==================== block 1
==> block_1/clock_map.png <==
Drawn at 6 px/micron.
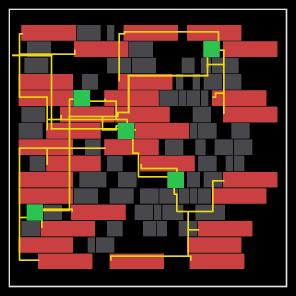

===== src/rtl/toggle_handshake_rx_pkg.sv =====
// Shared definitions for both ends of the two-phase (toggle) request/ack crossing.
package toggle_handshake_rx_pkg;

  // Receiver handshake state: waiting for a request edge, or holding a captured word.
  typedef enum logic {
    IDLE = 1'b0,
    HOLD = 1'b1
  } state_t;

  // Fewest synchronizer flops that give the request level a chance to settle.
  localparam int SYNC_STAGES_MIN = 2;

endpackage


===== src/rtl/toggle_handshake_rx_sync_bit_n.sv =====
// N-stage single-bit synchronizer; every stage resets to 0.
module sync_bit_n #(
  parameter int N = 2
) (
  input  logic clk,
  input  logic rst,
  input  logic d,
  output logic q
);

  logic [N-1:0] chain;

  // Shift the asynchronous input through the flop chain.
  always_ff @(posedge clk or posedge rst) begin
    // NOTE: sequential state uses non-blocking assignments so every stage samples the pre-edge value of the previous one.
    if (rst) chain <= '0;
    else     chain <= {chain[N-2:0], d};
  end

  assign q = chain[N-1];

endmodule


===== src/rtl/toggle_handshake_rx.sv =====
// Receiving end of a two-phase toggle handshake: synchronizes the request level,
// captures the sender's word on a level change, presents it on valid/ready and
// returns completion by flipping the acknowledge level.
module toggle_handshake_rx
  import toggle_handshake_rx_pkg::*;
#(
  parameter int DATA_W      = 8,
  parameter int SYNC_STAGES = 2,
  parameter int CNT_W       = 16
) (
  input  logic              clk,
  input  logic              rst,
  input  logic              req_tgl_in,
  input  logic [DATA_W-1:0] data_in,
  output logic              out_valid,
  output logic [DATA_W-1:0] out_data,
  input  logic              out_ready,
  output logic              ack_tgl_out,
  output logic              overrun,
  output logic [CNT_W-1:0]  xfer_count
);

  // A single flop cannot be trusted to resolve metastability; refuse to build.
  if (SYNC_STAGES < SYNC_STAGES_MIN) begin : g_bad_sync_stages
    $error("toggle_handshake_rx: SYNC_STAGES must be at least 2");
  end

  state_t state;
  logic   req_s;
  logic   req_seen;
  logic   req_edge;

  sync_bit_n #(
    .N (SYNC_STAGES)
  ) u_req_sync (
    .clk (clk),
    .rst (rst),
    .d   (req_tgl_in),
    .q   (req_s)
  );

  // A pending transfer is any difference between the synchronized level and the last accepted one.
  assign req_edge = (req_s != req_seen);

  // Handshake FSM with capture register, ack flop, overrun flag and transfer counter.
  always_ff @(posedge clk or posedge rst) begin
    if (rst) begin
      state       <= IDLE;
      req_seen    <= 1'b0;
      out_valid   <= 1'b0;
      out_data    <= '0;
      ack_tgl_out <= 1'b0;
      overrun     <= 1'b0;
      xfer_count  <= '0;
    end else begin
      case (state)
        IDLE: begin
          if (req_edge) begin
            // data_in is held stable by the sender until it sees our ack, so no sync is needed.
            out_data  <= data_in;
            req_seen  <= req_s;
            out_valid <= 1'b1;
            state     <= HOLD;
          end else begin
            out_valid <= 1'b0;
          end
        end
        HOLD: begin
          // A new edge while holding means the sender ignored the ack; leave req_seen
          // alone so the edge is still pending once this word is consumed.
          if (req_edge) overrun <= 1'b1;
          if (out_ready) begin
            out_valid   <= 1'b0;
            ack_tgl_out <= ~ack_tgl_out;
            xfer_count  <= xfer_count + CNT_W'(1);
            state       <= IDLE;
          end
        end
        default: state <= IDLE;
      endcase
    end
  end

endmodule

===== config.mk =====
export PLATFORM = sky130hd
export DESIGN_NAME = toggle_handshake_rx
export DESIGN_NICKNAME = d
export VERILOG_FILES = /design/src/rtl/toggle_handshake_rx_pkg.sv /design/src/rtl/toggle_handshake_rx_sync_bit_n.sv /design/src/rtl/toggle_handshake_rx.sv
export SDC_FILE = /design/constraint.sdc
export NUM_CORES = 1
export LEC_CHECK = 0
export CORE_UTILIZATION = 64
export CTS_CLUSTER_DIAMETER = 100
export DETAILED_ROUTE_END_ITERATION = 10
export DONT_BUFFER_PORTS = 1
export PLACE_DENSITY_LB_ADDON = 0.3
export REMOVE_ABC_BUFFERS = 1
export SLEW_MARGIN = 10
export SYNTH_ARGS = -nofsm -noshare
export SYNTH_HDL_FRONTEND = slang
export SYNTH_SLANG_ARGS = --single-unit

===== constraint.sdc =====
create_clock -name clk -period 2.6 [get_ports clk]
set_input_delay 0.39 -clock clk [delete_from_list [all_inputs] [get_ports clk]]
set_output_delay 0.39 -clock clk [all_outputs]
set_load 0.02 [all_outputs]

==================== block 2
`config.mk`:
```
export PLATFORM = sky130hd
export DESIGN_NAME = hex_display_ctrl_flat
export DESIGN_NICKNAME = d
export VERILOG_FILES = /design/src/rtl/hex_display_pkg.sv /design/src/rtl/hex_display_ctrl_if.sv /design/src/rtl/hex_display_ctrl_bin2bcd_step.sv /design/src/rtl/hex_display_ctrl.sv /design/src/flat_wrapper.sv
export SDC_FILE = /design/constraint.sdc
export NUM_CORES = 1
export LEC_CHECK = 0
export ABC_AREA = 1
export CAP_MARGIN = 10
export CORE_UTILIZATION = 62
export CTS_CLUSTER_DIAMETER = 60
export CTS_CLUSTER_SIZE = 28
export DETAILED_ROUTE_END_ITERATION = 8
export PLACE_DENSITY = 0.86
export SYNTH_ARGS = -nofsm -noshare
export SYNTH_HDL_FRONTEND = slang
export SYNTH_SLANG_ARGS = --single-unit
```
`constraint.sdc`:
```
create_clock -name clk1 -period 5.2 [get_ports clk1]
set_input_delay 1.3 -clock clk1 [delete_from_list [all_inputs] [get_ports clk1]]
set_output_delay 1.3 -clock clk1 [all_outputs]
set_load 0.005 [all_outputs]
```
`src/rtl/hex_display_pkg.sv`:
```
// Shared constants for the calculator HEX display: segment codes, FSM states,
// display range limits and the single-digit 7-seg encoder.
package hex_display_pkg;

  localparam int N_DIGITS    = 8;
  localparam int N_CONV_BITS = 27;

  localparam logic [31:0] MAX_POS = 32'd99_999_999;
  localparam logic [31:0] MAX_NEG = 32'd9_999_999;

  // Active-low segments, bit order {g,f,e,d,c,b,a}
  localparam logic [6:0] SEG_0     = 7'b1000000;
  localparam logic [6:0] SEG_1     = 7'b1111001;
  localparam logic [6:0] SEG_2     = 7'b0100100;
  localparam logic [6:0] SEG_3     = 7'b0110000;
  localparam logic [6:0] SEG_4     = 7'b0011001;
  localparam logic [6:0] SEG_5     = 7'b0010010;
  localparam logic [6:0] SEG_6     = 7'b0000010;
  localparam logic [6:0] SEG_7     = 7'b1111000;
  localparam logic [6:0] SEG_8     = 7'b0000000;
  localparam logic [6:0] SEG_9     = 7'b0010000;
  localparam logic [6:0] SEG_BLANK = 7'b1111111;
  localparam logic [6:0] SEG_MINUS = 7'b0111111;
  localparam logic [6:0] SEG_E     = 7'b0000110;
  localparam logic [6:0] SEG_R     = 7'b0101111;

  typedef enum logic [1:0] {
    ST_IDLE = 2'd0,
    ST_CONV = 2'd1,
    ST_FMT  = 2'd2
  } state_t;

  function automatic logic [6:0] seg_encode(input logic [3:0] nib);
    logic [6:0] seg;
    case (nib)
      4'd0:    seg = SEG_0;
      4'd1:    seg = SEG_1;
      4'd2:    seg = SEG_2;
      4'd3:    seg = SEG_3;
      4'd4:    seg = SEG_4;
      4'd5:    seg = SEG_5;
      4'd6:    seg = SEG_6;
      4'd7:    seg = SEG_7;
      4'd8:    seg = SEG_8;
      4'd9:    seg = SEG_9;
      default: seg = SEG_BLANK;
    endcase
    return seg;
  endfunction

endpackage

```
`src/rtl/hex_display_ctrl_if.sv`:
```
// Load/result bus between the calculator datapath and the HEX display controller.
// Single-shot request: load is only honoured while busy is low.
interface hex_display_ctrl_if #(parameter int DIGITS = 8);
  logic                  load;
  logic [31:0]           value;
  logic                  busy;
  logic                  done;
  logic                  overflow;
  logic [7*DIGITS-1:0]   hex_seg;

  modport master (output load, output value,
                  input busy, input done, input overflow, input hex_seg);
  modport slave  (input load, input value,
                  output busy, output done, output overflow, output hex_seg);
endinterface

```
`src/rtl/hex_display_ctrl_bin2bcd_step.sv`:
```
// One shift-and-add-3 step over a packed BCD vector; purely combinational.
// No flow control: the caller decides when to register the result.
module bin2bcd_step #(
  parameter int DIGITS = 8
) (
  input  logic [4*DIGITS-1:0] bcd_in,
  input  logic                msb_in,
  output logic [4*DIGITS-1:0] bcd_out
);

  logic [4*DIGITS-1:0] adj;

  always_comb begin
    adj = bcd_in;
    for (int i = 0; i < DIGITS; i++) begin
      if (bcd_in[4*i +: 4] >= 4'd5) adj[4*i +: 4] = bcd_in[4*i +: 4] + 4'd3;
    end
  end

  // The carry out of the top nibble only occurs for undisplayable values.
  assign bcd_out = (4*DIGITS)'({adj, msb_in});

endmodule

```
`src/rtl/hex_display_ctrl.sv`:
```
// Signed 32-bit to eight-digit 7-seg driver: sequential BCD conversion, blanking, sign, "Err".
// Latency CONV_BITS+1 edges after accept; loads while busy are dropped, never queued.
module hex_display_ctrl
  import hex_display_pkg::*;
#(
  parameter int DIGITS    = N_DIGITS,
  parameter int CONV_BITS = N_CONV_BITS
) (
  input logic              clk1,
  input logic              reset_n,
  hex_display_ctrl_if.slave bus
);

  state_t                state_q, state_d;
  logic [4:0]            cnt_q, cnt_d;
  logic [CONV_BITS-1:0]  mag_q, mag_d;
  logic [4*DIGITS-1:0]   bcd_q, bcd_d, bcd_step;
  logic                  neg_q, neg_d;
  logic                  range_ovf_q, range_ovf_d;
  logic                  ovf_q, ovf_d;
  logic                  done_q, done_d;
  logic [7*DIGITS-1:0]   seg_q, seg_d, frame;
  logic [31:0]           abs_val;
  logic                  accept, last_step, busy;
  int                    ms;

  bin2bcd_step #(.DIGITS(DIGITS)) u_step (
    .bcd_in  (bcd_q),
    .msb_in  (mag_q[CONV_BITS-1]),
    .bcd_out (bcd_step)
  );

  always_ff @(posedge clk1) begin
    if (!reset_n) state_q <= ST_IDLE;
    else          state_q <= state_d;
  end

  always_comb begin
    state_d = state_q;
    case (state_q)
      ST_IDLE: if (bus.load) state_d = ST_CONV;
      ST_CONV: if (last_step) state_d = ST_FMT;
      ST_FMT:  state_d = ST_IDLE;
      default: state_d = ST_IDLE;
    endcase
  end

  always_comb begin
    busy      = (state_q != ST_IDLE);
    accept    = (state_q == ST_IDLE) && bus.load;
    last_step = (state_q == ST_CONV) && (cnt_q == 5'(CONV_BITS-1));
  end

  assign abs_val = bus.value[31] ? (~bus.value + 32'd1) : bus.value;

  always_comb begin
    ms = 0;
    for (int i = 0; i < DIGITS; i++) begin
      if (bcd_q[4*i +: 4] != 4'd0) ms = i;
    end
    frame = '1;
    for (int i = 0; i < DIGITS; i++) begin
      if (range_ovf_q) begin
        frame[7*i +: 7] = (i == 2) ? SEG_E : (i < 2) ? SEG_R : SEG_BLANK;
      end else if (i <= ms) begin
        frame[7*i +: 7] = seg_encode(bcd_q[4*i +: 4]);
      end else if (neg_q && (i == ms + 1)) begin
        frame[7*i +: 7] = SEG_MINUS;
      end else begin
        frame[7*i +: 7] = SEG_BLANK;
      end
    end
  end

  always_comb begin
    cnt_d       = cnt_q;
    mag_d       = mag_q;
    bcd_d       = bcd_q;
    neg_d       = neg_q;
    range_ovf_d = range_ovf_q;
    ovf_d       = ovf_q;
    seg_d       = seg_q;
    done_d      = (state_q == ST_FMT);
    if (accept) begin
      neg_d       = bus.value[31];
      mag_d       = abs_val[CONV_BITS-1:0];
      bcd_d       = '0;
      cnt_d       = 5'd0;
      range_ovf_d = bus.value[31] ? (abs_val > MAX_NEG) : (abs_val > MAX_POS);
      ovf_d       = 1'b0;
    end
    if (state_q == ST_CONV) begin
      mag_d = {mag_q[CONV_BITS-2:0], 1'b0};
      bcd_d = bcd_step;
      cnt_d = cnt_q + 5'd1;
    end
    if (state_q == ST_FMT) begin
      seg_d = frame;
      ovf_d = range_ovf_q;
    end
  end

  always_ff @(posedge clk1) begin
    if (!reset_n) begin
      cnt_q       <= 5'd0;
      mag_q       <= '0;
      bcd_q       <= '0;
      neg_q       <= 1'b0;
      range_ovf_q <= 1'b0;
      ovf_q       <= 1'b0;
      done_q      <= 1'b0;
      seg_q       <= '1;
    end else begin
      cnt_q       <= cnt_d;
      mag_q       <= mag_d;
      bcd_q       <= bcd_d;
      neg_q       <= neg_d;
      range_ovf_q <= range_ovf_d;
      ovf_q       <= ovf_d;
      done_q      <= done_d;
      seg_q       <= seg_d;
    end
  end

  assign bus.busy     = busy;
  assign bus.done     = done_q;
  assign bus.overflow = ovf_q;
  assign bus.hex_seg  = seg_q;

endmodule
```
`src/flat_wrapper.sv`:
```
// flat-port wrapper written by rule: the top's interface ports become plain ports
module hex_display_ctrl_flat import hex_display_pkg::*;
#(
  parameter int DIGITS    = N_DIGITS,
  parameter int CONV_BITS = N_CONV_BITS
)
  (clk1, reset_n, bus_load, bus_value, bus_busy, bus_done, bus_overflow, bus_hex_seg);
  hex_display_ctrl_if #(.DIGITS(DIGITS)) bus_i ();
  input logic clk1;
  input logic reset_n;
  input wire logic [$bits(bus_i.load)-1:0] bus_load;
  input wire logic [$bits(bus_i.value)-1:0] bus_value;
  output wire logic [$bits(bus_i.busy)-1:0] bus_busy;
  output wire logic [$bits(bus_i.done)-1:0] bus_done;
  output wire logic [$bits(bus_i.overflow)-1:0] bus_overflow;
  output wire logic [$bits(bus_i.hex_seg)-1:0] bus_hex_seg;
  assign bus_i.load = bus_load;
  assign bus_i.value = bus_value;
  assign bus_busy = bus_i.busy;
  assign bus_done = bus_i.done;
  assign bus_overflow = bus_i.overflow;
  assign bus_hex_seg = bus_i.hex_seg;
  hex_display_ctrl #(.DIGITS(DIGITS), .CONV_BITS(CONV_BITS)) u_core (.clk1(clk1), .reset_n(reset_n), .bus(bus_i));
endmodule
```
==================== block 3
File: src/rtl/cve2_irq_arbiter.sv
// cve2_irq_arbiter: fast-interrupt arbiter with edge/level channels, NMI latch, ack handshake and nesting stack
module cve2_irq_arbiter #(
    parameter int          NumIrqs   = 15,
    parameter int          IdWidth   = 5,
    parameter int          NestDepth = 2,
    parameter logic [31:0] EdgeMask  = 32'h0
) (
    input  logic               clk_i,
    input  logic               rst_ni,
    input  logic [NumIrqs-1:0] irq_i,
    input  logic [NumIrqs-1:0] irq_en_i,
    input  logic               global_ie_i,
    input  logic               irq_nm_i,
    input  logic               debug_mode_i,
    output logic               irq_req_o,
    output logic [IdWidth-1:0] irq_id_o,
    output logic               irq_nmi_o,
    input  logic               irq_ack_i,
    input  logic               irq_done_i,
    output logic [NumIrqs-1:0] pending_o,
    output logic [2:0]         active_depth_o,
    output logic               nmi_active_o
);
    typedef enum logic {S_IDLE, S_REQ} state_e;

    localparam logic [NumIrqs-1:0] EdgeSel = EdgeMask[NumIrqs-1:0];

    state_e             r_state;
    state_e             w_state_d;
    logic [IdWidth-1:0] r_id;
    logic [IdWidth-1:0] w_id_d;
    logic               r_is_nmi;
    logic               w_nmi_d;
    logic [NumIrqs-1:0] r_pending;
    logic [NumIrqs-1:0] r_prev;
    logic               r_nmi_prev;
    logic               r_nmi_latch;
    logic               r_nmi_active;
    logic [IdWidth-1:0] r_stack [NestDepth];
    logic [2:0]         r_depth;

    logic [NumIrqs-1:0] w_masked;
    logic [NumIrqs-1:0] w_clr;
    logic               w_found;
    logic [IdWidth-1:0] w_idx;
    logic [IdWidth-1:0] w_top;
    logic               w_still;
    logic               w_reg_ok;
    logic               w_nmi_ok;
    logic               w_push;
    logic               w_nmi_take;
    logic               w_pop;
    logic [2:0]         w_depth_pop;

    assign w_masked    = r_pending & irq_en_i & {NumIrqs{global_ie_i}};
    assign w_pop       = irq_done_i && !r_nmi_active && (r_depth != 3'd0);
    assign w_depth_pop = r_depth - {2'b0, w_pop};

    // Lowest-index enabled pending channel wins among regular lines.
    always_comb begin
        w_found = 1'b0;
        w_idx   = '0;
        for (int i = NumIrqs - 1; i >= 0; i--) begin
            if (w_masked[i]) begin
                w_found = 1'b1;
                w_idx   = IdWidth'(i);
            end
        end
    end

    // ID of the innermost active handler; only meaningful when the stack is non-empty.
    always_comb begin
        w_top = '0;
        for (int d = 0; d < NestDepth; d++) begin
            if (r_depth == 3'(d + 1)) w_top = r_stack[d];
        end
    end

    // Eligibility of the latched channel and the edge-pending clear on its acknowledge.
    always_comb begin
        w_still = 1'b0;
        w_clr   = '0;
        for (int i = 0; i < NumIrqs; i++) begin
            if (r_id == IdWidth'(i)) begin
                w_still  = w_masked[i];
                w_clr[i] = w_push;
            end
        end
    end

    // Only strictly higher priority may preempt, and never past a full stack or an active NMI.
    assign w_reg_ok = w_found && (r_depth < 3'(NestDepth)) && !r_nmi_active &&
                      ((r_depth == 3'd0) || (w_idx < w_top));
    assign w_nmi_ok = r_nmi_latch && !r_nmi_active;

    // Next-state and handshake decode: latch a candidate in IDLE, resolve ack or withdrawal in REQ.
    always_comb begin
        w_state_d  = r_state;
        w_id_d     = r_id;
        w_nmi_d    = r_is_nmi;
        w_push     = 1'b0;
        w_nmi_take = 1'b0;
        if (r_state == S_IDLE) begin
            if (!debug_mode_i && (w_nmi_ok || w_reg_ok)) begin
                w_state_d = S_REQ;
                w_nmi_d   = w_nmi_ok;
                w_id_d    = w_nmi_ok ? '0 : w_idx;
            end
        end else if (irq_ack_i) begin
            w_state_d  = S_IDLE;
            w_push     = !r_is_nmi;
            w_nmi_take = r_is_nmi;
        end else if (debug_mode_i || (!r_is_nmi && !w_still)) begin
            w_state_d = S_IDLE;
        end
    end

    // Request FSM state and the presented ID/NMI flag, held stable while in REQ.
    always_ff @(posedge clk_i or negedge rst_ni) begin
        if (!rst_ni) begin
            r_state  <= S_IDLE;
            r_id     <= '0;
            r_is_nmi <= 1'b0;
        end else begin
            r_state  <= w_state_d;
            r_id     <= w_id_d;
            r_is_nmi <= w_nmi_d;
        end
    end

    // Pending capture: level lines follow the input, edge lines set on rise and clear on ack (set wins).
    always_ff @(posedge clk_i or negedge rst_ni) begin
        if (!rst_ni) begin
            r_pending   <= '0;
            r_prev      <= '0;
            r_nmi_prev  <= 1'b0;
            r_nmi_latch <= 1'b0;
        end else begin
            r_pending   <= (irq_i & ~EdgeSel) |
                           (EdgeSel & ((irq_i & ~r_prev) | (r_pending & ~w_clr)));
            r_prev      <= irq_i;
            r_nmi_prev  <= irq_nm_i;
            r_nmi_latch <= (irq_nm_i && !r_nmi_prev) || (r_nmi_latch && !w_nmi_take);
        end
    end

    // Nesting stack and NMI-active flag: a same-cycle done is retired before the new entry.
    always_ff @(posedge clk_i or negedge rst_ni) begin
        if (!rst_ni) begin
            r_depth      <= 3'd0;
            r_nmi_active <= 1'b0;
            for (int d = 0; d < NestDepth; d++) r_stack[d] <= '0;
        end else begin
            r_depth      <= w_depth_pop + {2'b0, w_push};
            r_nmi_active <= (r_nmi_active && !irq_done_i) || w_nmi_take;
            for (int d = 0; d < NestDepth; d++) begin
                if (w_push && (w_depth_pop == 3'(d))) r_stack[d] <= r_id;
            end
        end
    end

    assign irq_req_o      = (r_state == S_REQ);
    assign irq_id_o       = irq_req_o ? r_id : '0;
    assign irq_nmi_o      = irq_req_o && r_is_nmi;
    assign pending_o      = r_pending;
    assign active_depth_o = r_depth;
    assign nmi_active_o   = r_nmi_active;
endmodule

File: config.mk
export PLATFORM = sky130hd
export DESIGN_NAME = cve2_irq_arbiter
export DESIGN_NICKNAME = d
export VERILOG_FILES = /design/src/rtl/cve2_irq_arbiter.sv
export SDC_FILE = /design/constraint.sdc
export NUM_CORES = 1
export LEC_CHECK = 0
export CAP_MARGIN = 25
export CORE_MARGIN = 2
export CORE_UTILIZATION = 28
export DETAILED_ROUTE_END_ITERATION = 16
export PLACE_DENSITY = 0.59
export SLEW_MARGIN = 15
export SYNTH_ARGS = -nofsm -noshare
export SYNTH_HDL_FRONTEND = slang
export SYNTH_SLANG_ARGS = --single-unit
File: constraint.sdc
create_clock -name clk_i -period 7.7 [get_ports clk_i]
set_clock_uncertainty 0.05 [all_clocks]
set_input_delay 1.54 -clock clk_i [delete_from_list [all_inputs] [get_ports clk_i]]
set_output_delay 1.54 -clock clk_i [all_outputs]
set_load 0.1 [all_outputs]
==================== block 4
**config.mk**
```make
export PLATFORM = sky130hd
export DESIGN_NAME = sccb_slave
export DESIGN_NICKNAME = d
export VERILOG_FILES = /design/src/rtl/sccb_slave.sv
export SDC_FILE = /design/constraint.sdc
export NUM_CORES = 1
export LEC_CHECK = 0
export CAP_MARGIN = 40
export CELL_PAD_IN_SITES_DETAIL_PLACEMENT = 0
export CELL_PAD_IN_SITES_GLOBAL_PLACEMENT = 2
export CORE_AREA = 2 2 77 79
export CTS_CLUSTER_SIZE = 16
export DETAILED_ROUTE_END_ITERATION = 8
export DIE_AREA = 0 0 79 81
export PLACE_DENSITY_LB_ADDON = 0.1
export SLEW_MARGIN = 15
export SYNTH_ARGS = -nofsm -noshare
export SYNTH_HDL_FRONTEND = slang
export SYNTH_SLANG_ARGS = --single-unit
```
**constraint.sdc**
```tcl
create_clock -name i_clk -period 4.7 [get_ports i_clk]
set_clock_uncertainty 0.2 [all_clocks]
set_input_delay 0.705 -clock i_clk [delete_from_list [all_inputs] [get_ports i_clk]]
set_output_delay 0.705 -clock i_clk [all_outputs]
set_load 0.02 [all_outputs]
```
**src/rtl/sccb_slave.sv**
```systemverilog
// SCCB responder for the OV2640 configuration path: decodes 3-phase writes, tracks the 0xFF bank register.
// Optional 2-phase read path is built when SCCB_READ_EN is defined.
module sccb_slave #(
   parameter logic [6:0] DEV_ID      = 7'h30,
   parameter int         SYNC_STAGES = 2
) (
   input  logic       i_clk,
   input  logic       i_rst_n,
   input  logic       i_sio_c,
   input  logic       i_sio_d_in,
   output logic       o_sio_d_oe,
   output logic       o_wr_valid,
   output logic       o_wr_bank,
   output logic [7:0] o_wr_addr,
   output logic [7:0] o_wr_data,
   output logic [7:0] o_rd_addr,
   input  logic [7:0] i_rd_data,
   output logic       o_busy
);

   typedef enum logic [3:0] {
      S_IDLE, S_ID, S_ID_ACK, S_SUB, S_SUB_ACK, S_DATA, S_DATA_ACK, S_WAIT_STOP
`ifdef SCCB_READ_EN
      , S_RD_BYTE, S_RD_NA
`endif
   } state_t;

   logic [SYNC_STAGES-1:0] r_scl_sync, r_sda_sync;
   logic                   r_scl_d, r_sda_d;
   logic                   w_scl, w_sda, w_scl_rise, w_scl_fall, w_start, w_stop;

   state_t     r_state, w_state_next;
   logic [2:0] r_cnt, w_cnt_next;
   logic [7:0] r_shift, w_shift_next;
   logic       r_oe, w_oe_next;
   logic       r_busy, w_busy_next;
   logic       r_wr_valid, w_wr_valid_next;
   logic       r_wr_bank, w_wr_bank_next;
   logic [7:0] r_wr_addr, w_wr_addr_next;
   logic [7:0] r_wr_data, w_wr_data_next;
   logic [7:0] r_rd_addr, w_rd_addr_next;
   logic       r_bank, w_bank_next;
   logic       r_rw, w_rw_next;
   logic [7:0] w_byte;

   // Idle bus is high on both lines, so the synchronizers reset to 1 to avoid phantom edges.
   always_ff @(posedge i_clk or negedge i_rst_n) begin
      if (!i_rst_n) begin
         r_scl_sync <= '1;
         r_sda_sync <= '1;
         r_scl_d    <= 1'b1;
         r_sda_d    <= 1'b1;
      end else begin
         r_scl_sync <= {r_scl_sync[SYNC_STAGES-2:0], i_sio_c};
         r_sda_sync <= {r_sda_sync[SYNC_STAGES-2:0], i_sio_d_in};
         r_scl_d    <= r_scl_sync[SYNC_STAGES-1];
         r_sda_d    <= r_sda_sync[SYNC_STAGES-1];
      end
   end

   assign w_scl      = r_scl_sync[SYNC_STAGES-1];
   assign w_sda      = r_sda_sync[SYNC_STAGES-1];
   assign w_scl_rise = w_scl & ~r_scl_d;
   assign w_scl_fall = ~w_scl & r_scl_d;
   assign w_start    = w_scl & r_scl_d & r_sda_d & ~w_sda;
   assign w_stop     = w_scl & r_scl_d & ~r_sda_d & w_sda;
   assign w_byte     = {r_shift[6:0], w_sda};

   always_comb begin
      w_state_next    = r_state;
      w_cnt_next      = r_cnt;
      w_shift_next    = r_shift;
      w_oe_next       = r_oe;
      w_busy_next     = r_busy;
      w_wr_valid_next = 1'b0;
      w_wr_bank_next  = r_wr_bank;
      w_wr_addr_next  = r_wr_addr;
      w_wr_data_next  = r_wr_data;
      w_rd_addr_next  = r_rd_addr;
      w_bank_next     = r_bank;
      w_rw_next       = r_rw;
      if (w_start) begin
         w_state_next = S_ID;
         w_cnt_next   = 3'd0;
         w_oe_next    = 1'b0;
         w_busy_next  = 1'b1;
      end else if (w_stop) begin
         w_state_next = S_IDLE;
         w_oe_next    = 1'b0;
         w_busy_next  = 1'b0;
      end else begin
         case (r_state)
            S_ID, S_SUB, S_DATA: begin
               if (w_scl_rise) begin
                  w_shift_next = w_byte;
                  w_cnt_next   = r_cnt + 3'd1;
                  if (r_cnt == 3'd7) begin
                     case (r_state)
                        S_ID: begin
                           w_rw_next    = w_sda;
                           w_state_next = (w_byte[7:1] == DEV_ID) ? S_ID_ACK : S_WAIT_STOP;
                        end
                        S_SUB: begin
                           w_rd_addr_next = w_byte;
                           w_state_next   = S_SUB_ACK;
                        end
                        default: begin
                           w_wr_valid_next = 1'b1;
                           w_wr_addr_next  = r_rd_addr;
                           w_wr_data_next  = w_byte;
                           w_wr_bank_next  = r_bank;
                           if (r_rd_addr == 8'hFF) w_bank_next = w_byte[0];
                           w_state_next    = S_DATA_ACK;
                        end
                     endcase
                  end
               end
            end
            // First falling edge pulls the line, the next one (after the 9th clock) releases it.
            S_ID_ACK, S_SUB_ACK, S_DATA_ACK: begin
               if (w_scl_fall) begin
                  if (!r_oe) begin
                     w_oe_next = 1'b1;
                  end else begin
                     w_oe_next = 1'b0;
                     case (r_state)
                        S_ID_ACK: begin
                           if (r_rw) begin
`ifdef SCCB_READ_EN
                              w_shift_next = i_rd_data;
                              w_oe_next    = ~i_rd_data[7];
                              w_state_next = S_RD_BYTE;
`else
                              w_state_next = S_WAIT_STOP;
`endif
                           end else begin
                              w_state_next = S_SUB;
                           end
                        end
                        S_SUB_ACK: w_state_next = S_DATA;
                        default:   w_state_next = S_WAIT_STOP;
                     endcase
                  end
               end
            end
`ifdef SCCB_READ_EN
            S_RD_BYTE: begin
               if (w_scl_rise) w_cnt_next = r_cnt + 3'd1;
               if (w_scl_fall) begin
                  if (r_cnt == 3'd0) begin
                     w_oe_next    = 1'b0;
                     w_state_next = S_RD_NA;
                  end else begin
                     w_oe_next = ~r_shift[3'd7 - r_cnt];
                  end
               end
            end
            S_RD_NA: begin
               if (w_scl_rise) w_state_next = S_WAIT_STOP;
            end
`endif
            default: w_oe_next = 1'b0;
         endcase
      end
   end

   always_ff @(posedge i_clk or negedge i_rst_n) begin
      if (!i_rst_n) begin
         r_state    <= S_IDLE;
         r_cnt      <= 3'd0;
         r_shift    <= 8'd0;
         r_oe       <= 1'b0;
         r_busy     <= 1'b0;
         r_wr_valid <= 1'b0;
         r_wr_bank  <= 1'b0;
         r_wr_addr  <= 8'd0;
         r_wr_data  <= 8'd0;
         r_rd_addr  <= 8'd0;
         r_bank     <= 1'b0;
         r_rw       <= 1'b0;
      end else begin
         r_state    <= w_state_next;
         r_cnt      <= w_cnt_next;
         r_shift    <= w_shift_next;
         r_oe       <= w_oe_next;
         r_busy     <= w_busy_next;
         r_wr_valid <= w_wr_valid_next;
         r_wr_bank  <= w_wr_bank_next;
         r_wr_addr  <= w_wr_addr_next;
         r_wr_data  <= w_wr_data_next;
         r_rd_addr  <= w_rd_addr_next;
         r_bank     <= w_bank_next;
         r_rw       <= w_rw_next;
      end
   end

`ifndef SCCB_READ_EN
   logic w_unused_rd;
   assign w_unused_rd = ^{i_rd_data, r_shift[7]};
`endif

   assign o_sio_d_oe = r_oe;
   assign o_wr_valid = r_wr_valid;
   assign o_wr_bank  = r_wr_bank;
   assign o_wr_addr  = r_wr_addr;
   assign o_wr_data  = r_wr_data;
   assign o_rd_addr  = r_rd_addr;
   assign o_busy     = r_busy;

endmodule

```
==> block_3/final_congestion.png <==
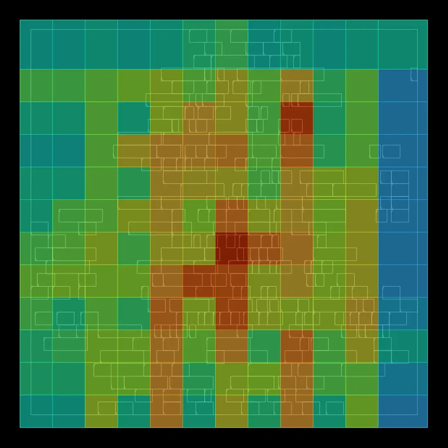
GR Util met2: 0.223
GR peak layer: met2

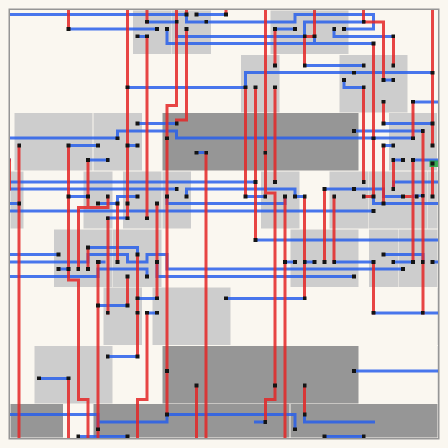
(block_3/zoom.png)
Window x 55 to 75, y 12 to 32 microns. Cells in grey, sequential cells in the stronger grey; small squares are vias.
| layer | colour |
|---|---|
| met3 | green |
| met2 | red |
| met1 | blue |
cells with their middle in the window: 26
netlist names of flops here include: pending_o (4)
sequential cells in the window: 4
most frequent: nand3_1 (4), dfrtp_1 (4)

==> flow_summary.ini, block 3 <==
; synthesis and place-and-route metrics
[power_and_ir_drop]
p_clk_frac = 0.173
p_sw_mw = 0.393
ir_drop_v = 0.0000931

[critical_path]
r2r-end = r_id[2]
cp.required_ps = 7820
worst-setup-path-type = input port to register

[clock_tree]
htreeDepth = 2

[die]
chipWidth_microns = 86.3

[layout]
drive_above_1_share = 0.113

[synth]
postSynthSeqShare = 0.461

[run_status]
status = complete, no violations

[worst_hold_path]
hold_start = r_nmi_prev
hold_path_end = r_nmi_latch
min_path_type = register to register

[final_timing]
fin_hold_ws_ps = 372
slew_viol_final = 0
[block 3: cells in the mapped netlist, types with 5 or more instances]
master	count
dfrtp_1	35
nand2_1	22
nand3_1	10
inv_1	9
ha_1	7
mux2_2	7
o21ai_0	7
a21oi_1	6
a31oi_1	6
and2_1	6
a22oi_1	5
[block 3: layer usage]
layer  vias to the layer above  wire length, microns  global-route usage
li1                        803                     -                   -
met1                       771                  2120               0.174
met2                        43                  2280               0.223
met3                         9                   234              0.0400
met4                         0                   119              0.0597
met5                         -                     0                   0
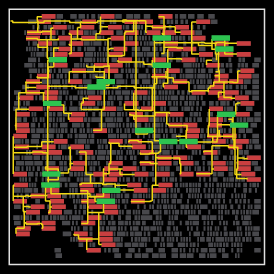
(block_2/clock_map.png)
Drawn at 2 px/micron.
[clock wires] yellow | length: 1970 microns
[flip-flops] red | count: 182
[cells driving clock nets] green | count: 17
flops lie: widely spread
routed clock nets: 18

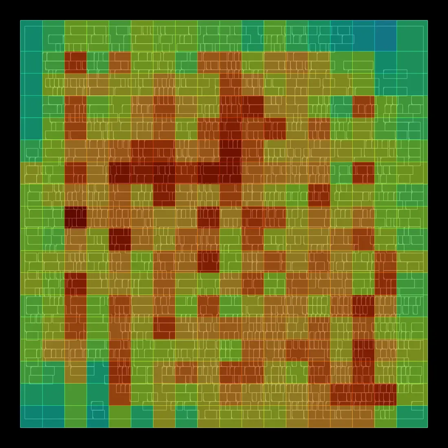
(block_2/final_congestion.png)
GR peak layer: met2
met1 usage in global routing: 0.372
final core utilization: 0.740
Total Routing Usage GR: 0.290
met3 global-route usage: 0.0645

==> flow_summary.ini, block 2 <==
; synthesis and place-and-route metrics
[critical_path]
cp_num_cells = 10
r2r-start = u_core.bcd_q[29]
critPathMaxStageDelay_ps = 410
worst-path-buf-inv = 4
cp.required_ps = 5520

[die]
die_h_microns = 127

[synth]
yosys_warnings = 0
ff_type = dfxtp_1
aoi_share = 0.191
synth_flops = 182
synth-simple-area-share = 0.257

[job]
warnings = 69
max-cap-violations = 0

[run_status]
status = complete, no violations

[clock_tree]
cts_buffer_depth = 2
cts_tree = yes
path_clk_slew_ps = 60
cts_resized = 0
clockRootBuffer = clkbuf_16

[placed_design]
dp_slack_ps = 1270
postPlaceCellArea_sq_um = 10700

[layout]
comb_cells = 947
area_growth_pct = 16.3

[power_and_ir_drop]
combinationalPowerShare = 0.088
top_power_group = sequential cells
internal_power_mw = 2.22

[global_routing]
grt_pass1_wl_microns = 37800

[final_timing]
maxSlewHeadroom = 0.217
fin_skew_ps = 9.03

[routing]
dr_wl_met3_microns = 1510
[block 2: cell usage in the layout, fill, tap and decap left out, types with 20 or more instances in the layout]
master and n:
o22ai_1 32, a22oi_1 24, nand3_1 57, nor2_1 80
nor3_1 20, dfxtp_1 182, o21ai_0 100, clkdlybuf4s50_1 92
ha_1 62, inv_1 144, nand2_1 343, a21oi_1 70
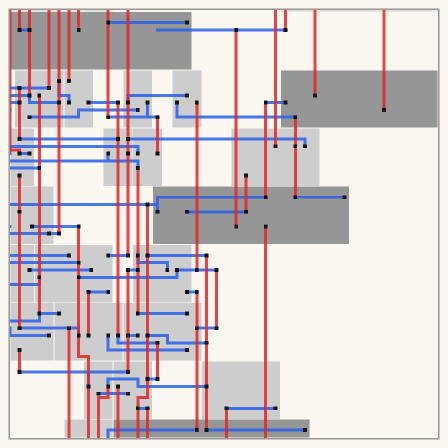
(block_4/zoom.png)
Window x 49 to 69, y 10 to 30 microns. Cells in grey, sequential cells in the stronger grey; small squares are vias.
| layer | colour |
|---|---|
| met2 | red |
| met1 | blue |
cells with their middle in the window: 20
most frequent: nor2_1 (4), nand2_1 (3), dfrtp_1 (3)
sequential cells in the window: 3

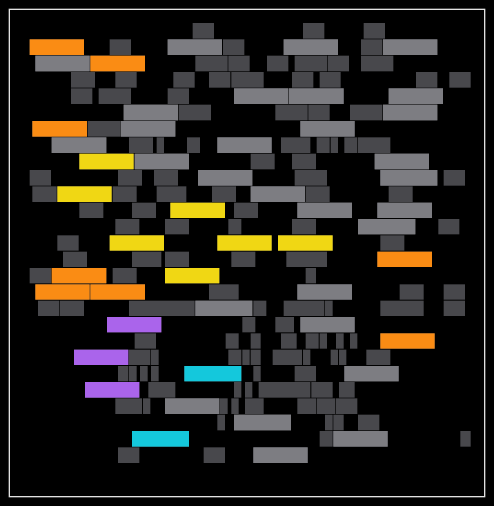
(block_4/registers.png)
Drawn at 6 px/micron.
| netlist name | colour | flops |
|---|---|---|
| r_shift | yellow | 7 |
| r_scl_sync | cyan | 2 |
| r_cnt | purple | 3 |
| o_wr_data | orange | 8 |
not coloured: 29

==> flow_summary.ini, block 4 <==
; synthesis and place-and-route metrics
[final_timing]
tns_ps = 0
maxSlewHeadroom = 0.615
fin_hold_ws_ps = 127

[routing]
dr_wl_met3_microns = 129
wl_met2_microns = 1810
ant_nets = 0
firstDrtPassIters = 4

[clock_tree]
cts_resized = 0
clkSinkCount = 49
path_clk_slew_ps = 90
clk-insertion-delay-late_ps = 300

[global_routing]
gr-total-overflow = 0
busiest_layer = met2

[layout]
stdcell_area_sq_um = 2550
drive_above_1_share = 0.324
final_common_cell = dfrtp_1
final_nets = 189

[synth]
mux_area_frac = 0.215
xor_share = 0
logic_family = multiplexers

[critical_path]
r2r-start = r_cnt[0]
cp_num_cells = 7
cp_top_family = simple AND/OR/NAND/NOR gates

[die]
die_h_microns = 81

[power_and_ir_drop]
ir_drop_v = 0.000187

[job]
warnings = 34

[placed_design]
portBuffers = 31

[run_status]
status = complete, no violations

[worst_hold_path]
min_path_type = input port to async pin
==> block 4: layout make-up <==
class                           count  share of cell area
Clock buffer                        6              0.0284
Clock inverter                      2              0.0152
Inverter                            1             0.00147
Multi-Input combinational cell     85               0.302
Sequential cell                    49               0.483
Tap cell                           75              0.0367
Timing Repair Buffer               33               0.133
==> block 4: power by group <==
part | leakage, nW | switching [mW] | internal (mW)
registers | 0.647 | 0.0666 | 0.475
logic | 0.477 | 0.0562 | 0.0681
clock network | 0.0554 | 0.140 | 0.160
total | 1.18 | 0.263 | 0.702
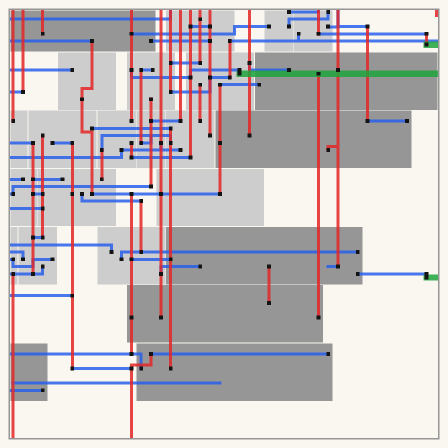
(block_1/zoom.png)
Window x 24 to 44, y 1 to 21 microns. Cells in grey, sequential cells in the stronger grey; small squares are vias.
| layer | colour |
|---|---|
| met3 | green |
| met1 | blue |
| met2 | red |
netlist names of flops here include: xfer_count (6)
sequential cells in the window: 6
cells with their middle in the window: 21
most frequent: dfrtp_1 (6), nand3_1 (3), xnor2_1 (3)

Notes on block_1/clock_map.png above:
[flip-flops] red | count: 31
[cells driving clock nets] green | count: 5
[clock wires] yellow | length: 315 microns
routed clock nets: 6
clock power share: 0.185
Power Clock: 0.270 mW
clock latency (worst-skew pair): 320 ps
final clock skew: 5.53 ps

==> flow_summary.ini, block 1 <==
; synthesis and place-and-route metrics
[critical_path]
worst-setup-path-type = register to register
cp_max_fo = 9
cp.arrival_ps = 1740
worst-path-buf-inv = 0

[power_and_ir_drop]
p_sw_mw = 0.543
p_comb_mw = 0.273
swShare = 0.373

[clock_tree]
path_clk_slew_ps = 90
cts_tree = yes
htreeDepth = 2

[die]
die_h_microns = 46.0
die_area_sq_um = 2110

[global_routing]
antenna_found_initial = 0
grt_pass1_vias = 668
use_met1 = 0.238
grt_usage = 0.207

[layout]
final_common_cell = dfrtp_1
flop-count = 31
seq-cell-share = 0.595
largest_cell_class = registers

[placed_design]
dp.final_hpwl_microns = 1350

[synth]
synth_chip_area_sq_um = 1240

[final_timing]
fmax_mhz = 651

[routing]
top_layer = met4
firstDrtPassIters = 4
routed_wl_microns = 1910

[run_status]
status = complete, no violations
## block 1: state kept, by name, summed over array words and instances, names as in the netlist
signal            cells
state                 1
u_req_sync.chain      2
req_seen              1
xfer_count           16
ack_tgl_out           1
overrun               1
out_data              8
out_valid             1
## block 1: per-stage QoR
step	cell area, sq um	hold slack, ps	utilization	cells	setup slack, ps
detailed placement	1250	338	0.707	112	1070
global placement	1250	333	0.707	112	1110
CTS	1300	79.6	0.739	119	1050
finish	1300	75.3	0.739	119	1060
global route	1300	68.4	0.739	119	971
floorplan	1220	331	-	87	1180


==> layout pictures side by side <==
Signal wires by layer.
panel A
Drawn at 3 px/micron.
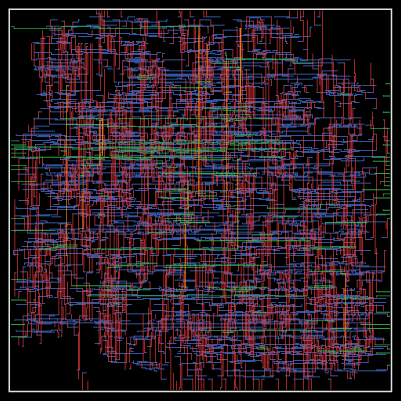
panel B
Drawn at 4 px/micron.
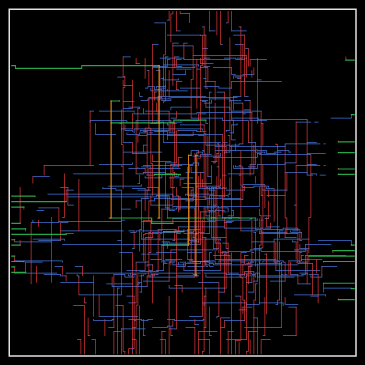
panel C
Drawn at 4 px/micron.
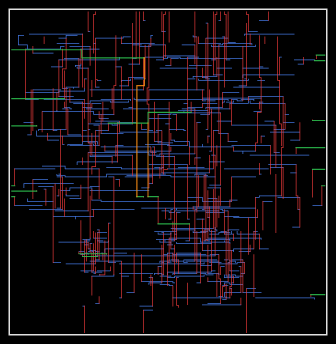
panel D
Drawn at 8 px/micron.
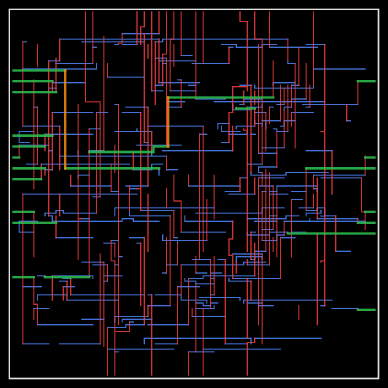
block 2 -> panel A
block 4 -> panel C
block 3 -> panel B
block 1 -> panel D
- most wire: panel A
- smallest die: panel D

Key to panel A:
| layer | colour | wire length |
|---|---|---|
| met4 | orange | 336 microns |
| met1 | blue | 10400 microns |
| met3 | green | 1510 microns |
| met2 | red | 10800 microns |

Power figures rest on the tool's default switching activity, not on a simulated workload.
